=== load_store_unit ===
**load_store_unit: signal wires on met2**

Cells faint in the background.
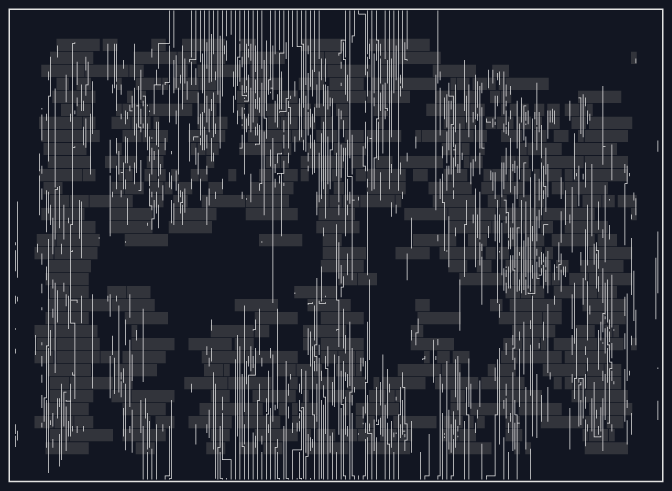

$ cat config.mk
export PLATFORM = sky130hd
export DESIGN_NAME = load_store_unit
export DESIGN_NICKNAME = d
export VERILOG_FILES = /design/src/rtl/load_store_unit.sv
export SDC_FILE = /design/constraint.sdc
export NUM_CORES = 1
export LEC_CHECK = 0
export CAP_MARGIN = 40
export CORE_ASPECT_RATIO = 0.7
export CORE_MARGIN = 5
export CORE_UTILIZATION = 50
export DETAILED_ROUTE_END_ITERATION = 8
export DONT_BUFFER_PORTS = 1
export MAX_ROUTING_LAYER = met4
export PLACE_DENSITY = 0.68
export SLEW_MARGIN = 10
export SYNTH_ARGS = -nofsm -noshare
export SYNTH_HDL_FRONTEND = slang
export SYNTH_SLANG_ARGS = --single-unit
$ cat constraint.sdc
create_clock -name clk -period 2 [get_ports clk]
set_input_delay 0.4 -clock clk [delete_from_list [all_inputs] [get_ports clk]]
set_output_delay 0.4 -clock clk [all_outputs]
set_load 0.05 [all_outputs]
$ cat src/rtl/load_store_unit.sv
// Load/store unit between the single-cycle datapath and a variable-latency word memory.
// Handles byte enables, store-lane replication, load extraction/extension and core stalls.
module load_store_unit #(
  parameter int n       = 32,
  parameter int TIMEOUT = 255
) (
  input  logic         clk,
  input  logic         reset,
  input  logic         memread,
  input  logic         memwrite,
  input  logic [1:0]   size,
  input  logic         ld_unsigned,
  input  logic [n-1:0] addr,
  input  logic [n-1:0] wdata,
  output logic [n-1:0] rdata,
  output logic         stall,
  output logic         misalign,
  output logic         buserr,
  output logic         mem_req,
  output logic         mem_we,
  output logic [n-1:0] mem_addr,
  output logic [3:0]   mem_be,
  output logic [n-1:0] mem_wdata,
  input  logic         mem_ack,
  input  logic [n-1:0] mem_rdata
);

  localparam int CW = (TIMEOUT > 1) ? $clog2(TIMEOUT) : 1;

  typedef enum logic [1:0] {IDLE, ACCESS, DONE} state_t;

  state_t        state;
  logic [CW-1:0] cnt;
  logic [1:0]    size_q;
  logic [1:0]    lane_q;
  logic          uns_q;

  logic          req;
  logic          aligned;
  logic [3:0]    be_d;
  logic [n-1:0]  wdata_d;
  logic [n-1:0]  shifted;
  logic [n-1:0]  ld_val;

  always_comb begin
    req     = memread | memwrite;
    aligned = 1'b1;
    be_d    = 4'b1111;
    wdata_d = wdata;
    case (size)
      2'b00: begin
        be_d    = 4'b0001 << addr[1:0];
        wdata_d = {4{wdata[7:0]}};
      end
      2'b01: begin
        aligned = ~addr[0];
        be_d    = 4'b0011 << addr[1:0];
        wdata_d = {2{wdata[15:0]}};
      end
      default: aligned = (addr[1:0] == 2'b00);
    endcase
  end

  // Lane select uses the latched offset; word accesses always have offset 0.
  always_comb begin
    shifted = mem_rdata >> {lane_q, 3'b000};
    case (size_q)
      2'b00:   ld_val = uns_q ? {{(n-8){1'b0}}, shifted[7:0]}
                              : {{(n-8){shifted[7]}}, shifted[7:0]};
      2'b01:   ld_val = uns_q ? {{(n-16){1'b0}}, shifted[15:0]}
                              : {{(n-16){shifted[15]}}, shifted[15:0]};
      default: ld_val = shifted;
    endcase
  end

  // Combinational so the core freezes in the very cycle the request appears.
  assign stall    = reset & ((state == ACCESS) | ((state == IDLE) & req & aligned));
  assign misalign = reset & (state == IDLE) & req & ~aligned;

  always_ff @(posedge clk or negedge reset) begin
    if (!reset) begin
      state     <= IDLE;
      cnt       <= '0;
      size_q    <= '0;
      lane_q    <= '0;
      uns_q     <= 1'b0;
      rdata     <= '0;
      buserr    <= 1'b0;
      mem_req   <= 1'b0;
      mem_we    <= 1'b0;
      mem_addr  <= '0;
      mem_be    <= '0;
      mem_wdata <= '0;
    end else begin
      buserr <= 1'b0;
      case (state)
        IDLE: begin
          if (req && aligned) begin
            mem_req   <= 1'b1;
            mem_we    <= memwrite;
            mem_addr  <= {addr[n-1:2], 2'b00};
            mem_be    <= be_d;
            mem_wdata <= wdata_d;
            size_q    <= size;
            lane_q    <= addr[1:0];
            uns_q     <= ld_unsigned;
            cnt       <= '0;
            state     <= ACCESS;
          end
        end
        ACCESS: begin
          if (mem_ack) begin
            if (!mem_we) rdata <= ld_val;
            mem_req <= 1'b0;
            state   <= DONE;
          end else if (cnt == CW'(TIMEOUT - 1)) begin
            if (!mem_we) rdata <= '0;
            mem_req <= 1'b0;
            buserr  <= 1'b1;
            state   <= DONE;
          end else begin
            cnt <= cnt + 1'b1;
          end
        end
        DONE: begin
          cnt   <= '0;
          state <= IDLE;
        end
        default: state <= IDLE;
      endcase
    end
  end

endmodule

=== inst_decode ===
<file path="src/rtl/inst_decode.sv">
// inst_decode: instruction decode / register-fetch stage of the multi-cycle core.
// It captures IR/NPC from fetch and reads rs1/rs2 from the 32x32 register file.
// It sign-extends the immediate and presents a one-cycle DEC_VALID bundle to
// execute. The block also owns the register file write-back port.
//
// Optional feature: define DECODE_BYPASS_EN to forward a write-back that
// lands on the READ edge straight into A/B.
//
// Ports:
//   CLK, RST                      clock, async active-high reset
//   IR_IN, NPC_IN, IR_VALID       instruction word / next-PC from fetch
//   WB_EN, WB_ADDR, WB_DATA       register file write port (any state)
//   A, B, IMM                     operands and sign-extended immediate
//   RD, OPCODE                    decoded from IR_OUT (combinational)
//   NPC_OUT, IR_OUT               captured fetch bundle
//   DEC_VALID                     bundle valid, one cycle in SEND
//   BUSY, ESTADO                  not-IDLE flag, state encoding (debug)
module inst_decode #(
  parameter int unsigned NREG = 32,
  parameter int unsigned DW   = 32,
  parameter int unsigned AW   = 16
) (
  input  logic          CLK,
  input  logic          RST,
  input  logic [31:0]   IR_IN,
  input  logic [AW-1:0] NPC_IN,
  input  logic          IR_VALID,
  input  logic          WB_EN,
  input  logic [4:0]    WB_ADDR,
  input  logic [DW-1:0] WB_DATA,
  output logic [DW-1:0] A,
  output logic [DW-1:0] B,
  output logic [DW-1:0] IMM,
  output logic [4:0]    RD,
  output logic [5:0]    OPCODE,
  output logic [AW-1:0] NPC_OUT,
  output logic [31:0]   IR_OUT,
  output logic          DEC_VALID,
  output logic          BUSY,
  output logic [1:0]    ESTADO
);

  typedef enum logic [1:0] {
    IDLE  = 2'd0,
    LATCH = 2'd1,
    READ  = 2'd2,
    SEND  = 2'd3
  } state_t;

  state_t        state;
  logic [DW-1:0] regs [NREG];
  logic [4:0]    rs1;
  logic [4:0]    rs2;
  logic [DW-1:0] rf_a;
  logic [DW-1:0] rf_b;
  logic          fwd_a;
  logic          fwd_b;
  logic [DW-1:0] imm_c;

  // Field decode off the captured instruction.
  assign OPCODE = IR_OUT[31:26];
  assign rs1    = IR_OUT[25:21];
  assign rs2    = IR_OUT[20:16];
  assign RD     = (OPCODE == 6'h00) ? IR_OUT[15:11] : IR_OUT[20:16];
  assign ESTADO = state;

  // J/JAL carry a 26-bit immediate; everything else a 16-bit one.
  assign imm_c = (OPCODE == 6'h02 || OPCODE == 6'h03) ?
                 DW'($signed(IR_OUT[25:0])) : DW'($signed(IR_OUT[15:0]));

  // R0 reads as zero regardless of storage contents.
  assign rf_a = (rs1 == 5'd0) ? '0 : regs[rs1];
  assign rf_b = (rs2 == 5'd0) ? '0 : regs[rs2];

`ifdef DECODE_BYPASS_EN
  // Same-edge write-back to a source register is forwarded per operand.
  assign fwd_a = WB_EN && (WB_ADDR != 5'd0) && (WB_ADDR == rs1);
  assign fwd_b = WB_EN && (WB_ADDR != 5'd0) && (WB_ADDR == rs2);
`else
  assign fwd_a = 1'b0;
  assign fwd_b = 1'b0;
`endif

  // Register file: writes to R0 are dropped.
  always_ff @(posedge CLK or posedge RST) begin
    if (RST) begin
      regs <= '{default: '0};
    end else if (WB_EN && (WB_ADDR != 5'd0)) begin
      regs[WB_ADDR] <= WB_DATA;
    end
  end

  // Decode FSM; operands and IR/NPC hold until the next capture.
  always_ff @(posedge CLK or posedge RST) begin
    if (RST) begin
      state     <= IDLE;
      A         <= '0;
      B         <= '0;
      IMM       <= '0;
      NPC_OUT   <= '0;
      IR_OUT    <= '0;
      DEC_VALID <= 1'b0;
      BUSY      <= 1'b0;
    end else begin
      case (state)
        IDLE: begin
          if (IR_VALID) begin
            IR_OUT  <= IR_IN;
            NPC_OUT <= NPC_IN;
            BUSY    <= 1'b1;
            state   <= LATCH;
          end
        end
        LATCH: begin
          state <= READ;
        end
        READ: begin
          A         <= fwd_a ? WB_DATA : rf_a;
          B         <= fwd_b ? WB_DATA : rf_b;
          IMM       <= imm_c;
          DEC_VALID <= 1'b1;
          state     <= SEND;
        end
        SEND: begin
          DEC_VALID <= 1'b0;
          BUSY      <= 1'b0;
          state     <= IDLE;
        end
        default: begin
          state <= IDLE;
        end
      endcase
    end
  end

endmodule
</file>
<file path="config.mk">
export PLATFORM = sky130hd
export DESIGN_NAME = inst_decode
export DESIGN_NICKNAME = d
export VERILOG_FILES = /design/src/rtl/inst_decode.sv
export SDC_FILE = /design/constraint.sdc
export NUM_CORES = 2
export LEC_CHECK = 0
export CORE_MARGIN = 3
export CORE_UTILIZATION = 30
export CTS_CLUSTER_DIAMETER = 60
export CTS_CLUSTER_SIZE = 16
export DETAILED_ROUTE_END_ITERATION = 8
export SYNTH_ARGS = -nofsm -noshare
export SYNTH_HDL_FRONTEND = slang
export SYNTH_SLANG_ARGS = --single-unit
</file>
<file path="constraint.sdc">
create_clock -name CLK -period 64.9 [get_ports CLK]
set_input_delay 6.49 -clock CLK [delete_from_list [all_inputs] [get_ports CLK]]
set_output_delay 6.49 -clock CLK [all_outputs]
set_load 0.005 [all_outputs]
</file>
=== hazard_ctrl ===
File: config.mk
export PLATFORM = sky130hd
export DESIGN_NAME = hazard_ctrl
export DESIGN_NICKNAME = d
export VERILOG_FILES = /design/src/rtl/hazard_ctrl_pkg.sv /design/src/rtl/hazard_ctrl_sat_counter.sv /design/src/rtl/hazard_ctrl.sv
export SDC_FILE = /design/constraint.sdc
export NUM_CORES = 1
export LEC_CHECK = 0
export CAP_MARGIN = 30
export CORE_ASPECT_RATIO = 0.9
export CORE_MARGIN = 1.5
export CORE_UTILIZATION = 49
export DETAILED_ROUTE_END_ITERATION = 6
export GPL_ROUTABILITY_DRIVEN = 0
export PLACE_DENSITY = 0.92
export SLEW_MARGIN = 0
export SYNTH_ARGS = -nofsm -noshare
export SYNTH_HDL_FRONTEND = slang
export SYNTH_SLANG_ARGS = --single-unit
export TNS_END_PERCENT = 30
File: constraint.sdc
create_clock -name i_clk -period 2.6 [get_ports i_clk]
set_input_delay 0.52 -clock i_clk [delete_from_list [all_inputs] [get_ports i_clk]]
set_output_delay 0.52 -clock i_clk [all_outputs]
set_load 0.1 [all_outputs]
File: src/rtl/hazard_ctrl_pkg.sv
// Shared pipeline definitions for the hazard sequencer: FSM encodings,
// the hardwired-zero register index and a small compile-time helper.
package hazard_ctrl_pkg;

  typedef enum logic [1:0] {
    HC_RUN      = 2'd0,
    HC_LD_STALL = 2'd1,
    HC_BR_FLUSH = 2'd2
  } hc_state_e;

  localparam logic [4:0] REG_X0 = 5'd0;

  function automatic int hc_max(input int a, input int b);
    return (a > b) ? a : b;
  endfunction

endpackage

File: src/rtl/hazard_ctrl_sat_counter.sv
// Saturating event counter: one-cycle update on i_inc, synchronous clear, sticks at all-ones.
// Never backpressures; increments requested while saturated are dropped.
module sat_counter #(
  parameter int CNT_W = 32
) (
  input  logic             i_clk,
  input  logic             i_clr,
  input  logic             i_inc,
  output logic [CNT_W-1:0] o_count
);

  logic [CNT_W-1:0] r_count;

  always_ff @(posedge i_clk) begin
    if (i_clr) begin
      r_count <= '0;
    end else if (i_inc && (r_count != {CNT_W{1'b1}})) begin
      r_count <= r_count + 1'b1;
    end
  end

  assign o_count = r_count;

endmodule

File: src/rtl/hazard_ctrl.sv
// Pipeline hazard sequencer: stall on load-use, flush on taken branch, perf counters.
// Decisions are combinational in the same cycle as the inputs; FSM state shapes later cycles.
module hazard_ctrl
  import hazard_ctrl_pkg::*;
#(
  parameter int LOAD_LAT     = 1,
  parameter int FLUSH_CYCLES = 1,
  parameter int CNT_W        = 32
) (
  input  logic             i_clk,
  input  logic             i_reset,
  input  logic [4:0]       i_id_rs1,
  input  logic [4:0]       i_id_rs2,
  input  logic             i_id_uses_rs2,
  input  logic             i_ex_MemRead,
  input  logic [4:0]       i_ex_rd,
  input  logic             i_ex_branch_taken,
  output logic             o_pc_write,
  output logic             o_if_id_write,
  output logic             o_flush_if_id,
  output logic             o_flush_id_ex,
  output logic [CNT_W-1:0] o_stall_count,
  output logic [CNT_W-1:0] o_flush_count
);

  localparam int CW = $clog2(hc_max(LOAD_LAT, FLUSH_CYCLES) + 1);

  hc_state_e     r_state;
  logic [CW-1:0] r_cnt;

  logic w_hit;
  logic w_stall_inc;
  logic w_flush_inc;

  assign w_hit = i_ex_MemRead && (i_ex_rd != REG_X0) &&
                 ((i_ex_rd == i_id_rs1) || (i_id_uses_rs2 && (i_ex_rd == i_id_rs2)));

  always_comb begin
    o_pc_write    = 1'b1;
    o_if_id_write = 1'b1;
    o_flush_if_id = 1'b0;
    o_flush_id_ex = 1'b0;
    w_stall_inc   = 1'b0;
    w_flush_inc   = 1'b0;
    if (i_reset) begin
      o_pc_write    = 1'b0;
      o_if_id_write = 1'b0;
      o_flush_if_id = 1'b1;
      o_flush_id_ex = 1'b1;
    end else if (i_ex_branch_taken) begin
      // An older branch redirect wins in every state, including mid-stall.
      o_flush_if_id = 1'b1;
      o_flush_id_ex = 1'b1;
      w_flush_inc   = 1'b1;
    end else begin
      case (r_state)
        HC_LD_STALL: begin
          o_pc_write    = 1'b0;
          o_if_id_write = 1'b0;
          o_flush_id_ex = 1'b1;
          w_stall_inc   = 1'b1;
        end
        HC_BR_FLUSH: begin
          o_flush_if_id = 1'b1;
          o_flush_id_ex = 1'b1;
        end
        default: begin
          if (w_hit) begin
            o_pc_write    = 1'b0;
            o_if_id_write = 1'b0;
            o_flush_id_ex = 1'b1;
            w_stall_inc   = 1'b1;
          end
        end
      endcase
    end
  end

  always_ff @(posedge i_clk) begin
    if (i_reset) begin
      r_state <= HC_RUN;
      r_cnt   <= '0;
    end else if (i_ex_branch_taken) begin
      if (FLUSH_CYCLES > 1) begin
        r_state <= HC_BR_FLUSH;
        r_cnt   <= CW'(FLUSH_CYCLES - 1);
      end else begin
        r_state <= HC_RUN;
        r_cnt   <= '0;
      end
    end else begin
      case (r_state)
        HC_LD_STALL, HC_BR_FLUSH: begin
          if (r_cnt == CW'(1)) begin
            r_state <= HC_RUN;
            r_cnt   <= '0;
          end else begin
            r_cnt <= r_cnt - 1'b1;
          end
        end
        default: begin
          r_state <= HC_RUN;
          if (w_hit && (LOAD_LAT > 1)) begin
            r_state <= HC_LD_STALL;
            r_cnt   <= CW'(LOAD_LAT - 1);
          end
        end
      endcase
    end
  end

  sat_counter #(.CNT_W(CNT_W)) u_stall_cnt (
    .i_clk   (i_clk),
    .i_clr   (i_reset),
    .i_inc   (w_stall_inc),
    .o_count (o_stall_count)
  );

  sat_counter #(.CNT_W(CNT_W)) u_flush_cnt (
    .i_clk   (i_clk),
    .i_clr   (i_reset),
    .i_inc   (w_flush_inc),
    .o_count (o_flush_count)
  );

endmodule

=== seg7_display_ctrl_flat ===
`config.mk`:
```
export PLATFORM = sky130hd
export DESIGN_NAME = seg7_display_ctrl_flat
export DESIGN_NICKNAME = d
export VERILOG_FILES = /design/src/rtl/seg7_display_ctrl_if.sv /design/src/rtl/seg7_display_ctrl.sv /design/src/flat_wrapper.sv
export SDC_FILE = /design/constraint.sdc
export NUM_CORES = 1
export LEC_CHECK = 0
export ABC_AREA = 1
export ABC_CLOCK_PERIOD_IN_PS = 4100
export CAP_MARGIN = 20
export CELL_PAD_IN_SITES_DETAIL_PLACEMENT = 0
export CELL_PAD_IN_SITES_GLOBAL_PLACEMENT = 1
export CORE_MARGIN = 2
export CORE_UTILIZATION = 40
export CTS_BUF_LIST = sky130_fd_sc_hd__clkbuf_2
export CTS_CLUSTER_DIAMETER = 150
export CTS_CLUSTER_SIZE = 24
export DETAILED_ROUTE_END_ITERATION = 10
export DONT_BUFFER_PORTS = 1
export PLACE_DENSITY = 0.74
export SKIP_LAST_GASP = 1
export SYNTH_ARGS = -nofsm -noshare
export SYNTH_HDL_FRONTEND = slang
export SYNTH_SLANG_ARGS = --single-unit
```
`constraint.sdc`:
```
create_clock -name clk -period 4.1 [get_ports clk]
set_clock_uncertainty 0.15 [all_clocks]
set_input_delay 0.41 -clock clk [delete_from_list [all_inputs] [get_ports clk]]
set_output_delay 0.41 -clock clk [all_outputs]
set_load 0.005 [all_outputs]
```
`src/rtl/seg7_display_ctrl_if.sv`:
```
// seg7_display_ctrl_if
//   Write-port bundle between the CPU memory-mapped I/O side and the
//   seven-segment display controller.
//   Signals:
//     we        write strobe, one cycle
//     wdata     unsigned value to display (DATA_W bits)
//     mode      sampled with we: 0 = hex, 1 = decimal
//     blink_en  1 makes the display blink
//     busy      decimal conversion running; writes are dropped
//     ovf       last written value did not fit in NUM_DIGITS digits
//     seg       7 segments per digit, {g,f,e,d,c,b,a}, digit 0 rightmost
//   Modports: master = CPU side, slave = display controller.
interface seg7_display_ctrl_if #(
  parameter int NUM_DIGITS = 6,
  parameter int DATA_W     = 24
);
  logic                    we;
  logic [DATA_W-1:0]       wdata;
  logic                    mode;
  logic                    blink_en;
  logic                    busy;
  logic                    ovf;
  logic [7*NUM_DIGITS-1:0] seg;

  modport master (output we, wdata, mode, blink_en, input busy, ovf, seg);
  modport slave  (input we, wdata, mode, blink_en, output busy, ovf, seg);
endinterface

```
`src/rtl/seg7_display_ctrl.sv`:
```
// seg7_display_ctrl
//   Multi-digit seven-segment display controller. Latches a value written by
//   the core and shows it in hex or decimal on NUM_DIGITS digits. Decimal
//   values go through an iterative double-dabble converter (one bit per
//   cycle). Provides overflow indication and optional blinking.
//   Ports:
//     clk   system clock, everything on the rising edge
//     rst   synchronous active-high reset
//     bus   seg7_display_ctrl_if.slave (we, wdata, mode, blink_en in;
//           busy, ovf, seg out)
//   Build option: define SEG7_LZB_EN for leading-zero blanking (digit 0 is
//   never blanked, the '-' overflow pattern is never blanked).
module seg7_display_ctrl #(
  parameter int NUM_DIGITS     = 6,
  parameter int DATA_W         = 24,
  parameter int BLINK_DIV      = 25_000_000,
  parameter int SEG_ACTIVE_LOW = 1
) (
  input  logic               clk,
  input  logic               rst,
  seg7_display_ctrl_if.slave bus
);

  localparam int DW    = 4 * NUM_DIGITS;
  localparam int SW    = 7 * NUM_DIGITS;
  localparam int EXTW  = (DATA_W > DW) ? DATA_W : DW;
  localparam int CNT_W = $clog2(DATA_W + 1);
  localparam int BLK_W = $clog2(BLINK_DIV);

  localparam logic [1:0] IDLE = 2'd0;
  localparam logic [1:0] CONV = 2'd1;
  localparam logic [1:0] LOAD = 2'd2;

  localparam logic [6:0]    DASH = 7'b1000000;
  localparam logic [SW-1:0] POL  = (SEG_ACTIVE_LOW != 0) ? {SW{1'b1}} : '0;

  logic [1:0]        state;
  logic [CNT_W-1:0]  cnt;
  logic [DATA_W-1:0] shreg;
  logic [DW-1:0]     bcd;
  logic [DW-1:0]     bcd_adj;
  logic              conv_ovf;
  logic [DW-1:0]     digits;
  logic              dash;
  logic              valid;
  logic              ovf_q;
  logic              busy_q;
  logic [BLK_W-1:0]  blk_cnt;
  logic              blk_wrap;
  logic              phase;
  logic [SW-1:0]     seg_q;

  logic [EXTW-1:0]   wext;
  logic              hex_ovf;
  logic [DW-1:0]     nxt_digits;
  logic              nxt_dash;
  logic              nxt_valid;
  logic              nxt_phase;

  function automatic logic [6:0] hex7(input logic [3:0] n);
    case (n)
      4'h0: hex7 = 7'h3F; 4'h1: hex7 = 7'h06; 4'h2: hex7 = 7'h5B; 4'h3: hex7 = 7'h4F;
      4'h4: hex7 = 7'h66; 4'h5: hex7 = 7'h6D; 4'h6: hex7 = 7'h7D; 4'h7: hex7 = 7'h07;
      4'h8: hex7 = 7'h7F; 4'h9: hex7 = 7'h6F; 4'hA: hex7 = 7'h77; 4'hB: hex7 = 7'h7C;
      4'hC: hex7 = 7'h39; 4'hD: hex7 = 7'h5E; 4'hE: hex7 = 7'h79; default: hex7 = 7'h71;
    endcase
  endfunction

  // Builds the full segment word (active-high) and then applies the board
  // polarity as the very last step, so "unlit" is uniform everywhere.
  function automatic logic [SW-1:0] render(input logic [DW-1:0] d, input logic dsh,
                                           input logic vld, input logic blank);
    logic [6:0]    g;
    logic [SW-1:0] r;
    r = '0;
    for (int i = 0; i < NUM_DIGITS; i++) begin
      if (dsh) begin
        g = DASH;
      end else begin
        g = hex7(d[4*i +: 4]);
`ifdef SEG7_LZB_EN
        if (i != 0 && (d >> (4 * i)) == '0) g = '0;
`endif
      end
      if (!vld || blank) g = '0;
      r[7*i +: 7] = g;
    end
    return r ^ POL;
  endfunction

  assign wext    = EXTW'(bus.wdata);
  assign hex_ovf = |(wext >> DW);

  // One double-dabble correction step: every BCD nibble of 5 or more gets +3
  // so that the following left shift carries correctly into the next digit.
  always_comb begin
    bcd_adj = bcd;
    for (int i = 0; i < NUM_DIGITS; i++) begin
      if (bcd[4*i +: 4] >= 4'd5) bcd_adj[4*i +: 4] = bcd[4*i +: 4] + 4'd3;
    end
  end

  // Next display contents. SEG is registered from these next values so a hex
  // write still shows up one cycle later without a comb path from we to seg.
  always_comb begin
    nxt_digits = digits;
    nxt_dash   = dash;
    nxt_valid  = valid;
    if (state == IDLE && bus.we && !bus.mode) begin
      nxt_digits = wext[DW-1:0];
      nxt_dash   = 1'b0;
      nxt_valid  = 1'b1;
    end else if (state == LOAD) begin
      nxt_digits = bcd;
      nxt_dash   = conv_ovf;
      nxt_valid  = 1'b1;
    end
  end

  assign blk_wrap  = (blk_cnt == BLK_W'(BLINK_DIV - 1));
  assign nxt_phase = phase ^ blk_wrap;

  // Display registers and the free-running blink divider. The divider keeps
  // counting whether or not blinking is enabled.
  always_ff @(posedge clk) begin
    if (rst) begin
      digits  <= '0;
      dash    <= 1'b0;
      valid   <= 1'b0;
      blk_cnt <= '0;
      phase   <= 1'b0;
      seg_q   <= POL;
    end else begin
      digits  <= nxt_digits;
      dash    <= nxt_dash;
      valid   <= nxt_valid;
      blk_cnt <= blk_wrap ? '0 : blk_cnt + BLK_W'(1);
      phase   <= nxt_phase;
      seg_q   <= render(nxt_digits, nxt_dash, nxt_valid, bus.blink_en && nxt_phase);
    end
  end

  // Write/conversion FSM. A 1 shifted out of the top BCD nibble means the
  // value needs more than NUM_DIGITS decimal digits. Writes outside IDLE are
  // dropped without any effect.
  always_ff @(posedge clk) begin
    if (rst) begin
      state    <= IDLE;
      cnt      <= '0;
      shreg    <= '0;
      bcd      <= '0;
      conv_ovf <= 1'b0;
      ovf_q    <= 1'b0;
      busy_q   <= 1'b0;
    end else begin
      case (state)
        IDLE: begin
          if (bus.we) begin
            if (!bus.mode) begin
              ovf_q <= hex_ovf;
            end else begin
              shreg    <= bus.wdata;
              bcd      <= '0;
              conv_ovf <= 1'b0;
              cnt      <= '0;
              busy_q   <= 1'b1;
              state    <= CONV;
            end
          end
        end
        CONV: begin
          {bcd, shreg} <= {bcd_adj[DW-2:0], shreg, 1'b0};
          conv_ovf     <= conv_ovf | bcd_adj[DW-1];
          cnt          <= cnt + CNT_W'(1);
          if (cnt == CNT_W'(DATA_W - 1)) state <= LOAD;
        end
        LOAD: begin
          ovf_q  <= conv_ovf;
          busy_q <= 1'b0;
          state  <= IDLE;
        end
        default: state <= IDLE;
      endcase
    end
  end

  assign bus.busy = busy_q;
  assign bus.ovf  = ovf_q;
  assign bus.seg  = seg_q;

endmodule

```
`src/flat_wrapper.sv`:
```
// flat-port wrapper written by rule: the top's interface ports become plain ports
module seg7_display_ctrl_flat 
#(
  parameter int NUM_DIGITS     = 6,
  parameter int DATA_W         = 24,
  parameter int BLINK_DIV      = 25_000_000,
  parameter int SEG_ACTIVE_LOW = 1
)
  (clk, rst, bus_we, bus_wdata, bus_mode, bus_blink_en, bus_busy, bus_ovf, bus_seg);
  seg7_display_ctrl_if #(.NUM_DIGITS(NUM_DIGITS), .DATA_W(DATA_W)) bus_i ();
  input  logic clk;
  input  logic rst;
  input wire logic [$bits(bus_i.we)-1:0] bus_we;
  input wire logic [$bits(bus_i.wdata)-1:0] bus_wdata;
  input wire logic [$bits(bus_i.mode)-1:0] bus_mode;
  input wire logic [$bits(bus_i.blink_en)-1:0] bus_blink_en;
  output wire logic [$bits(bus_i.busy)-1:0] bus_busy;
  output wire logic [$bits(bus_i.ovf)-1:0] bus_ovf;
  output wire logic [$bits(bus_i.seg)-1:0] bus_seg;
  assign bus_i.we = bus_we;
  assign bus_i.wdata = bus_wdata;
  assign bus_i.mode = bus_mode;
  assign bus_i.blink_en = bus_blink_en;
  assign bus_busy = bus_i.busy;
  assign bus_ovf = bus_i.ovf;
  assign bus_seg = bus_i.seg;
  seg7_display_ctrl #(.NUM_DIGITS(NUM_DIGITS), .DATA_W(DATA_W), .BLINK_DIV(BLINK_DIV), .SEG_ACTIVE_LOW(SEG_ACTIVE_LOW)) u_core (.clk(clk), .rst(rst), .bus(bus_i));
endmodule
```
**inst_decode: cells coloured by class**

Scale bar: 100 um.
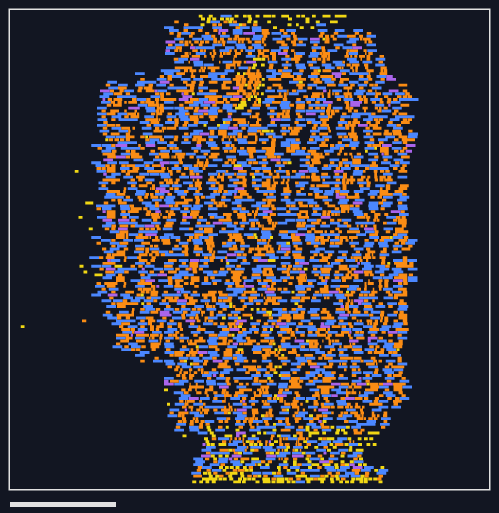
remaining buffers and delay cells: marked yellow, cells 338. sequential cells: marked blue, cells 1166. clock drivers and dummy loads: marked purple, cells 163. combinational and other logic: marked orange, cells 2597.
cell row count: 163
CORE AREA: 198000 sq um

**inst_decode: routed clock nets over the placement**

Scale bar: 100 um.
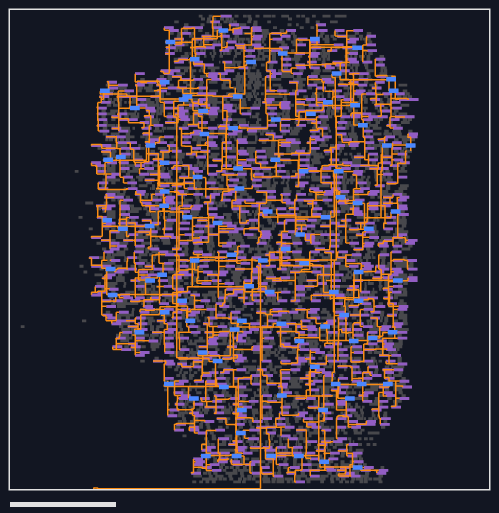
flip-flops: marked purple, count 1166. clock wires: marked orange, length 15100 um. clock drivers: marked blue, count 98.
There are 99 routed clock nets.
clock network power consumption: 0.000609 W
Clk pwr share: 21.2%

==> impl_metrics.csv, inst_decode <==
group,metric,value,unit
clocking,cts.path.max_buffers,3,
synth,ys_sh_adder,0.0834,%
final_layout,n_fill_cell,18955,
synth,top_area_share,48.6,%
power,peakVddDrop,0.0361,mV
timing,grt_setup_unrepaired,"no",
synth,async_flop_share,100,%
min_path,whs_endpoint,"regs[1021]",
drt,wl_per_cell,27.7,um
timing,setup_viol,0,
placed_design,io_buffers,247,
worst_setup_path,crit_arrival,10370,ps
final_layout,final_cell_mix,"dfrtp_1, mux2_2, mux2i_1",
synth,syn_area_per_cell,14.1,sq um
outcome,run_status,"complete, no violations",
## inst_decode: worst max-delay path, stage by stage
cell and delay, ps:
clkdlybuf4s50_1 540, inv_8 620, buf_12 670, buf_12 720
buf_4 860
## inst_decode: area by class of cell
class                           instances  area, sq um  area share, %
Sequential cell                      1166        29200           43.0
Multi-Input combinational cell       2591        28900           42.6
Inverter                                6         30.0         0.0443
Clock inverter                         47          571          0.841
Antenna cell                            1         2.50        0.00369
Clock buffer                          116         2600           3.83
Timing Repair Buffer                  338         3230           4.76
Tap cell                             2640         3300           4.87
## inst_decode: worst max-delay path by stage
stage	startpoint	end	slack (ps)	cells past startpoint
final	RST	regs[536]	55230	5
after global routing	RST	regs[536]	54620	5
after CTS	RST	regs[600]	55130	5
after detailed placement	RST	regs[1010]	54360	5
after global placement	RST	regs[1010]	54420	5
after floorplan	RST	A[0]	25570	1
## inst_decode: flip-flops by register name, summed over array words and instances (netlist names)
signal     flops
A             32
B             32
BUSY           1
DEC_VALID      1
ESTADO         2
IMM           26
IR_OUT        32
NPC_OUT       16
regs        1024
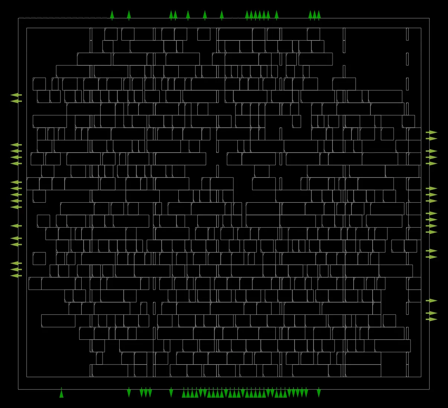
**Above:** hazard_ctrl (cell placement).
final core occ: 69.0%
well-tap cell count: 90
Flops: 64

**hazard_ctrl: routed clock nets over the placement**

Scale bar: 20 um.
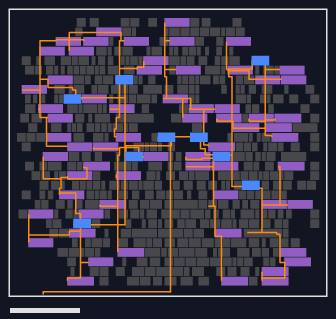
clock drivers: marked blue, count 9. clock wires: marked orange, length 798 um. flip-flops: marked purple, count 64.
There are 10 routed clock nets. Position of the flops: all over the die.
Clock Latency Late Sink: 340 ps
Clk pwr share: 43.8%

==> impl_metrics.csv, hazard_ctrl <==
group,metric,value,unit
outcome,run_status,"complete, no violations",
synth,ys.flops,64,
worst_setup_path,reg2reg_depth,7,
drt,drtPass1Iterations,4,
power,p_sw_share,23.6,%
worst_setup_path,crit_end,"o_pc_write",
worst_setup_path,cpPeakStageDelay,520,ps
grt,grt_pass1_vias,3009,
power,top_power_group,"sequential cells",
drt,antenna_left,0,
die,core.rowCount,28,
drt,routed_wl,8480,um
worst_setup_path,timing.rr.end,"u_stall_cnt.o_count[30]",
final_layout,clkbuf_count,11,
drt,via_per_inst,5.58,
synth,syn_area_per_cell,8.39,sq um
grt,grt_pass1_wl,13700,um
power,combPwrFrac,9.0,%
[hazard_ctrl: flip-flops by register name, indices dropped and copies added (netlist names)]
register / count
u_flush_cnt.o_count: 32
u_stall_cnt.o_count: 32
[hazard_ctrl: through the flow]
stage | setup WS (ps) | cells | instance area [sq um] | power, W
finish | 67.4 | 597 | 4520 | 0.00210
global route | 1.22 | 597 | 4520 | 0.00216
CTS | 42.7 | 597 | 4520 | 0.00212
detailed placement | -190 | 580 | 4300 | 0.00120
global placement | -149 | 580 | 4300 | 0.00119
floorplan | -96.9 | 395 | 3360 | 0.00112
[hazard_ctrl: kinds of logic (layout without fill, tap and decap cells)]
logic type | Yosys count | count (layout) | share of synthesized area, %
compound gates | 52 | 52 | 10.3
xor+xnor | 44 | 44 | 11.6
fa+ha+maj | 2 | 2 | 0.755
buf+inv | 27 | 139 | 4.04
flops | 64 | 64 | 38.7
mux | 8 | 8 | 2.68
simple gates | 198 | 198 | 31.9
**seg7_display_ctrl_flat: signal wires on met2**

Cells faint in the background.
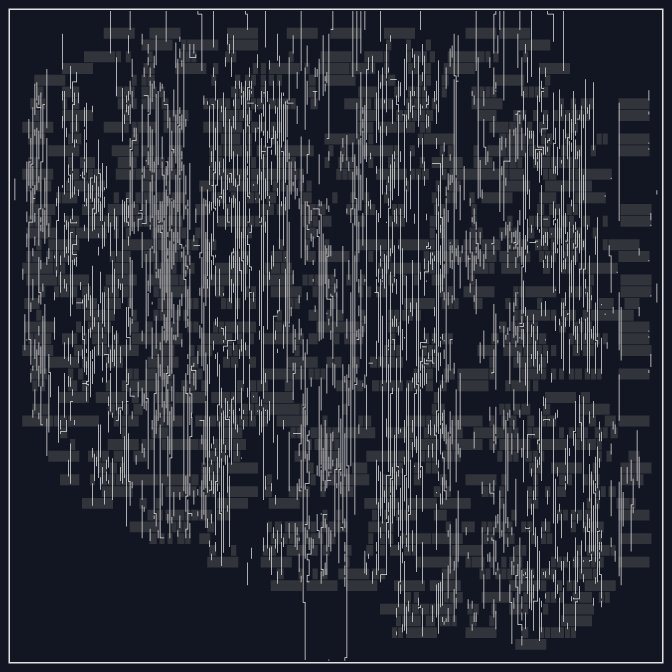
The wires run mostly vertical. The layer carries 10600 um of wire. The longest straight run is 51.0 um. 999 nets have wire on it.

==> impl_metrics.csv, seg7_display_ctrl_flat <==
group,metric,value,unit
synth,ys_sh_aoi,9.91,%
power,peakVddDrop,0.137,mV
power,switching_power,0.000980,W
outcome,run_status,"complete, no violations",
final_layout,layout.cells.most_common,"nand2_1",
synth,mux_area_share,0,%
min_path,holdPathStages,5,
synth,syn_area_per_cell,6.61,sq um
timing,setup_viol,0,
final_layout,flop_area,3040,sq um
synth,xor_area_share,1.72,%
synth,ff_type,"dfxtp_1",
power,power.density,327,nW/um^2
die,fp_util,40.9,%
worst_setup_path,timing.rr.end,"u_core.bus.seg[9]",
worst_setup_path,reg2reg_depth,9,
timing,fin_tns_setup,0,ps
final_layout,inv_count,132,
final_layout,clkbuf_count,19,
timing,tightest_slew,877,ps
timing,fin_crit,3110,ps
clocking,ctsHoldBuffers,32,
worst_setup_path,crit_arrival,3590,ps
-- seg7_display_ctrl_flat: layer usage --
layer | track usage, % | vias to the layer above | part of all wire [%] | wire (um)
met5 | 0 | - | 0.12 | 28
met4 | 5.56 | 4 | 1.2 | 299
met3 | 6.69 | 28 | 7.9 | 1910
met2 | 35.0 | 211 | 44 | 10600
met1 | 29.9 | 3665 | 47 | 11400
li1 | - | 4233 | - | -
-- seg7_display_ctrl_flat: power by group through the flow --
stage	Sequential, W	Combinational, W	Clock, W
2_1_floorplan	0.00162	0.000409	0
5_1_grt	0.00161	0.000632	0.000997
6_report	0.00160	0.000549	0.000909
4_1_cts	0.00160	0.000547	0.000944
3_5_place_dp	0.00163	0.000493	0
3_3_place_gp	0.00163	0.000496	0
-- seg7_display_ctrl_flat: registers in the layout, summed over array words and instances (netlist names) --
| signal | count |
|---|---|
| u_core.bus.ovf | 1 |
| u_core.phase | 1 |
| u_core.bus.seg | 42 |
| u_core.bcd | 24 |
| u_core.cnt | 5 |
| u_core.shreg | 24 |
| u_core.blk_cnt | 25 |
| u_core.conv_ovf | 1 |
| u_core.digits | 24 |
| u_core.dash | 1 |
| u_core.valid | 1 |
| u_core.state | 2 |
| u_core.bus.busy | 1 |
**load_store_unit: cell placement**

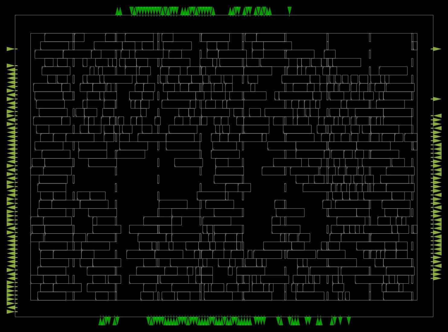
non-filler instance count after layout: 646
Flops: 116
cell row count: 32
well-tap cell count: 153

Notes on 'signal wires on met2' of load_store_unit above:
The layer carries 6010 um of wire. The layer holds 45% of the routed length. 513 nets have wire on it. The longest straight run is 37.9 um.

==> impl_metrics.csv, load_store_unit <==
group,metric,value,unit
outcome,run_status,"finished, violations left",
outcome,violations,"hold timing, setup timing",
worst_setup_path,crit_slowest_cell,"dfrtp_1",
worst_setup_path,cp.required,1600,ps
synth,yosysWarnings,0,
clocking,h-tree-depth,4,
grt,met3_usage,10.1,%
timing,whs,-311,ps
power,power_clock,0.00317,W
final_layout,layout.nets,585,
timing,setup_viol,1,
drt,antenna_left,0,
synth,synth_cell_types,53,
synth,syn_area_per_cell,11.9,sq um
power,leakagePower,2.86,nW
timing,hold_viol,116,
power,top_power_group,"sequential cells",
die,die-width,136,um
worst_setup_path,path_max_fanout,5,
die,die_h,98.4,um
timing,setup_ws,-46.0,ps
drt,drt_iter0_drc,234,
placed_design,place_hpwl,9450,um
final_layout,flop_area,2900,sq um
==> load_store_unit: final cells by class <==
type	count	share of cell area, %
tap	153	2.95
multi-input combinational	320	38.9
antenna	1	0.0385
timing repair buffer	22	3.62
clock buffer	20	6.88
sequential	116	44.7
inverter	2	0.116
clock inverter	12	2.76
==> load_store_unit: cells by family (layout without fill, tap and decap cells) <==
family,count (synthesis),in the layout,share of synthesized area (%)
fa+ha+maj,2,2,0.448
other cells,1,3,0.0672
xor+xnor,6,6,0.941
flops,116,116,52.0
compound gates,106,106,13.7
buf+inv,35,56,3.25
mux,103,103,20.3
simple gates,101,101,9.34
==> load_store_unit: registers in the layout (all words and copies together) (netlist names) <==
| register | flops |
|---|---|
| mem_addr | 30 |
| mem_req | 1 |
| lane_q | 2 |
| mem_wdata | 32 |
| mem_we | 1 |
| uns_q | 1 |
| size_q | 2 |
| state | 2 |
| rdata | 32 |
| cnt | 8 |
| mem_be | 4 |
| buserr | 1 |
==> load_store_unit: worst reg2reg max path, cell delays in order, from the launching register on <==
cell and delay [ps]:
dfrtp_1 370, or2_4 280, buf_4 150, a2111oi_4 310
buf_12 310, mux2_2 410


## Gallery

Cells coloured by class.
panel A
Scale bar: 50 um.
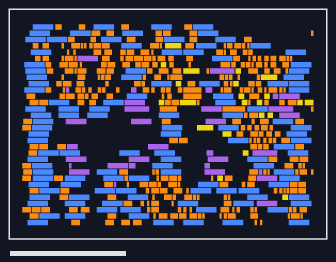
panel B
Scale bar: 50 um.
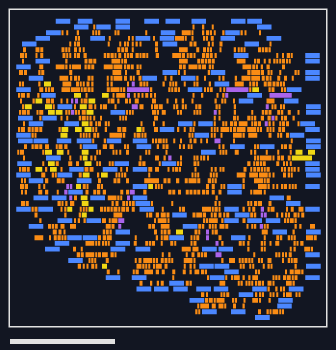
panel C
Scale bar: 20 um.
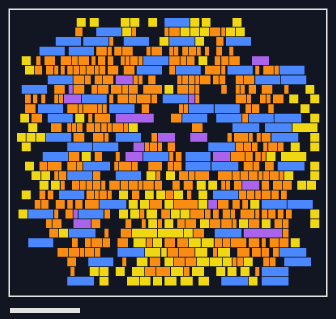
- seg7_display_ctrl_flat = panel B
- hazard_ctrl = panel C
- load_store_unit = panel A
Of these, smallest die: panel C
Of these, most sequential cells: panel B

Key to panel C:
sequential cells: marked blue, cells 64. clock drivers and dummy loads: marked purple, cells 16. remaining buffers and delay cells: marked yellow, cells 114. combinational and other logic: marked orange, cells 313.


==> screenshots <==
Gate-type map.
shot_01.png
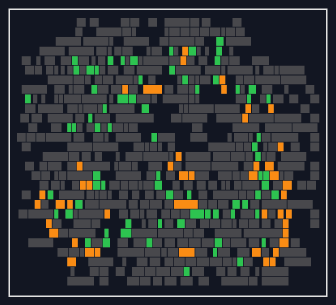
shot_02.png
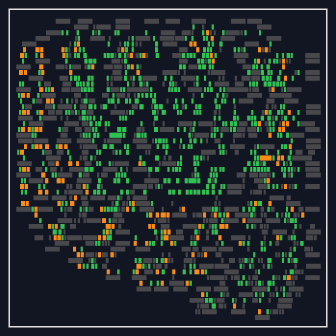
shot_03.png
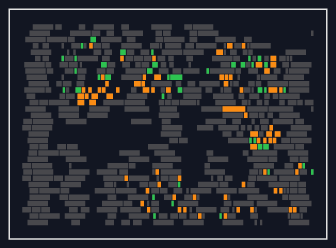
Of these, most cells: shot_02.png
| from | picture |
|---|---|
| load_store_unit | shot_03.png |
| seg7_display_ctrl_flat | shot_02.png |
| hazard_ctrl | shot_01.png |

Key to shot_02.png:
aoi and oai cells: marked orange, cells 156, where all over the die. nand cells: marked green, cells 610, where all over the die.

No activity file was given, so power comes from the tool's default toggle rates.
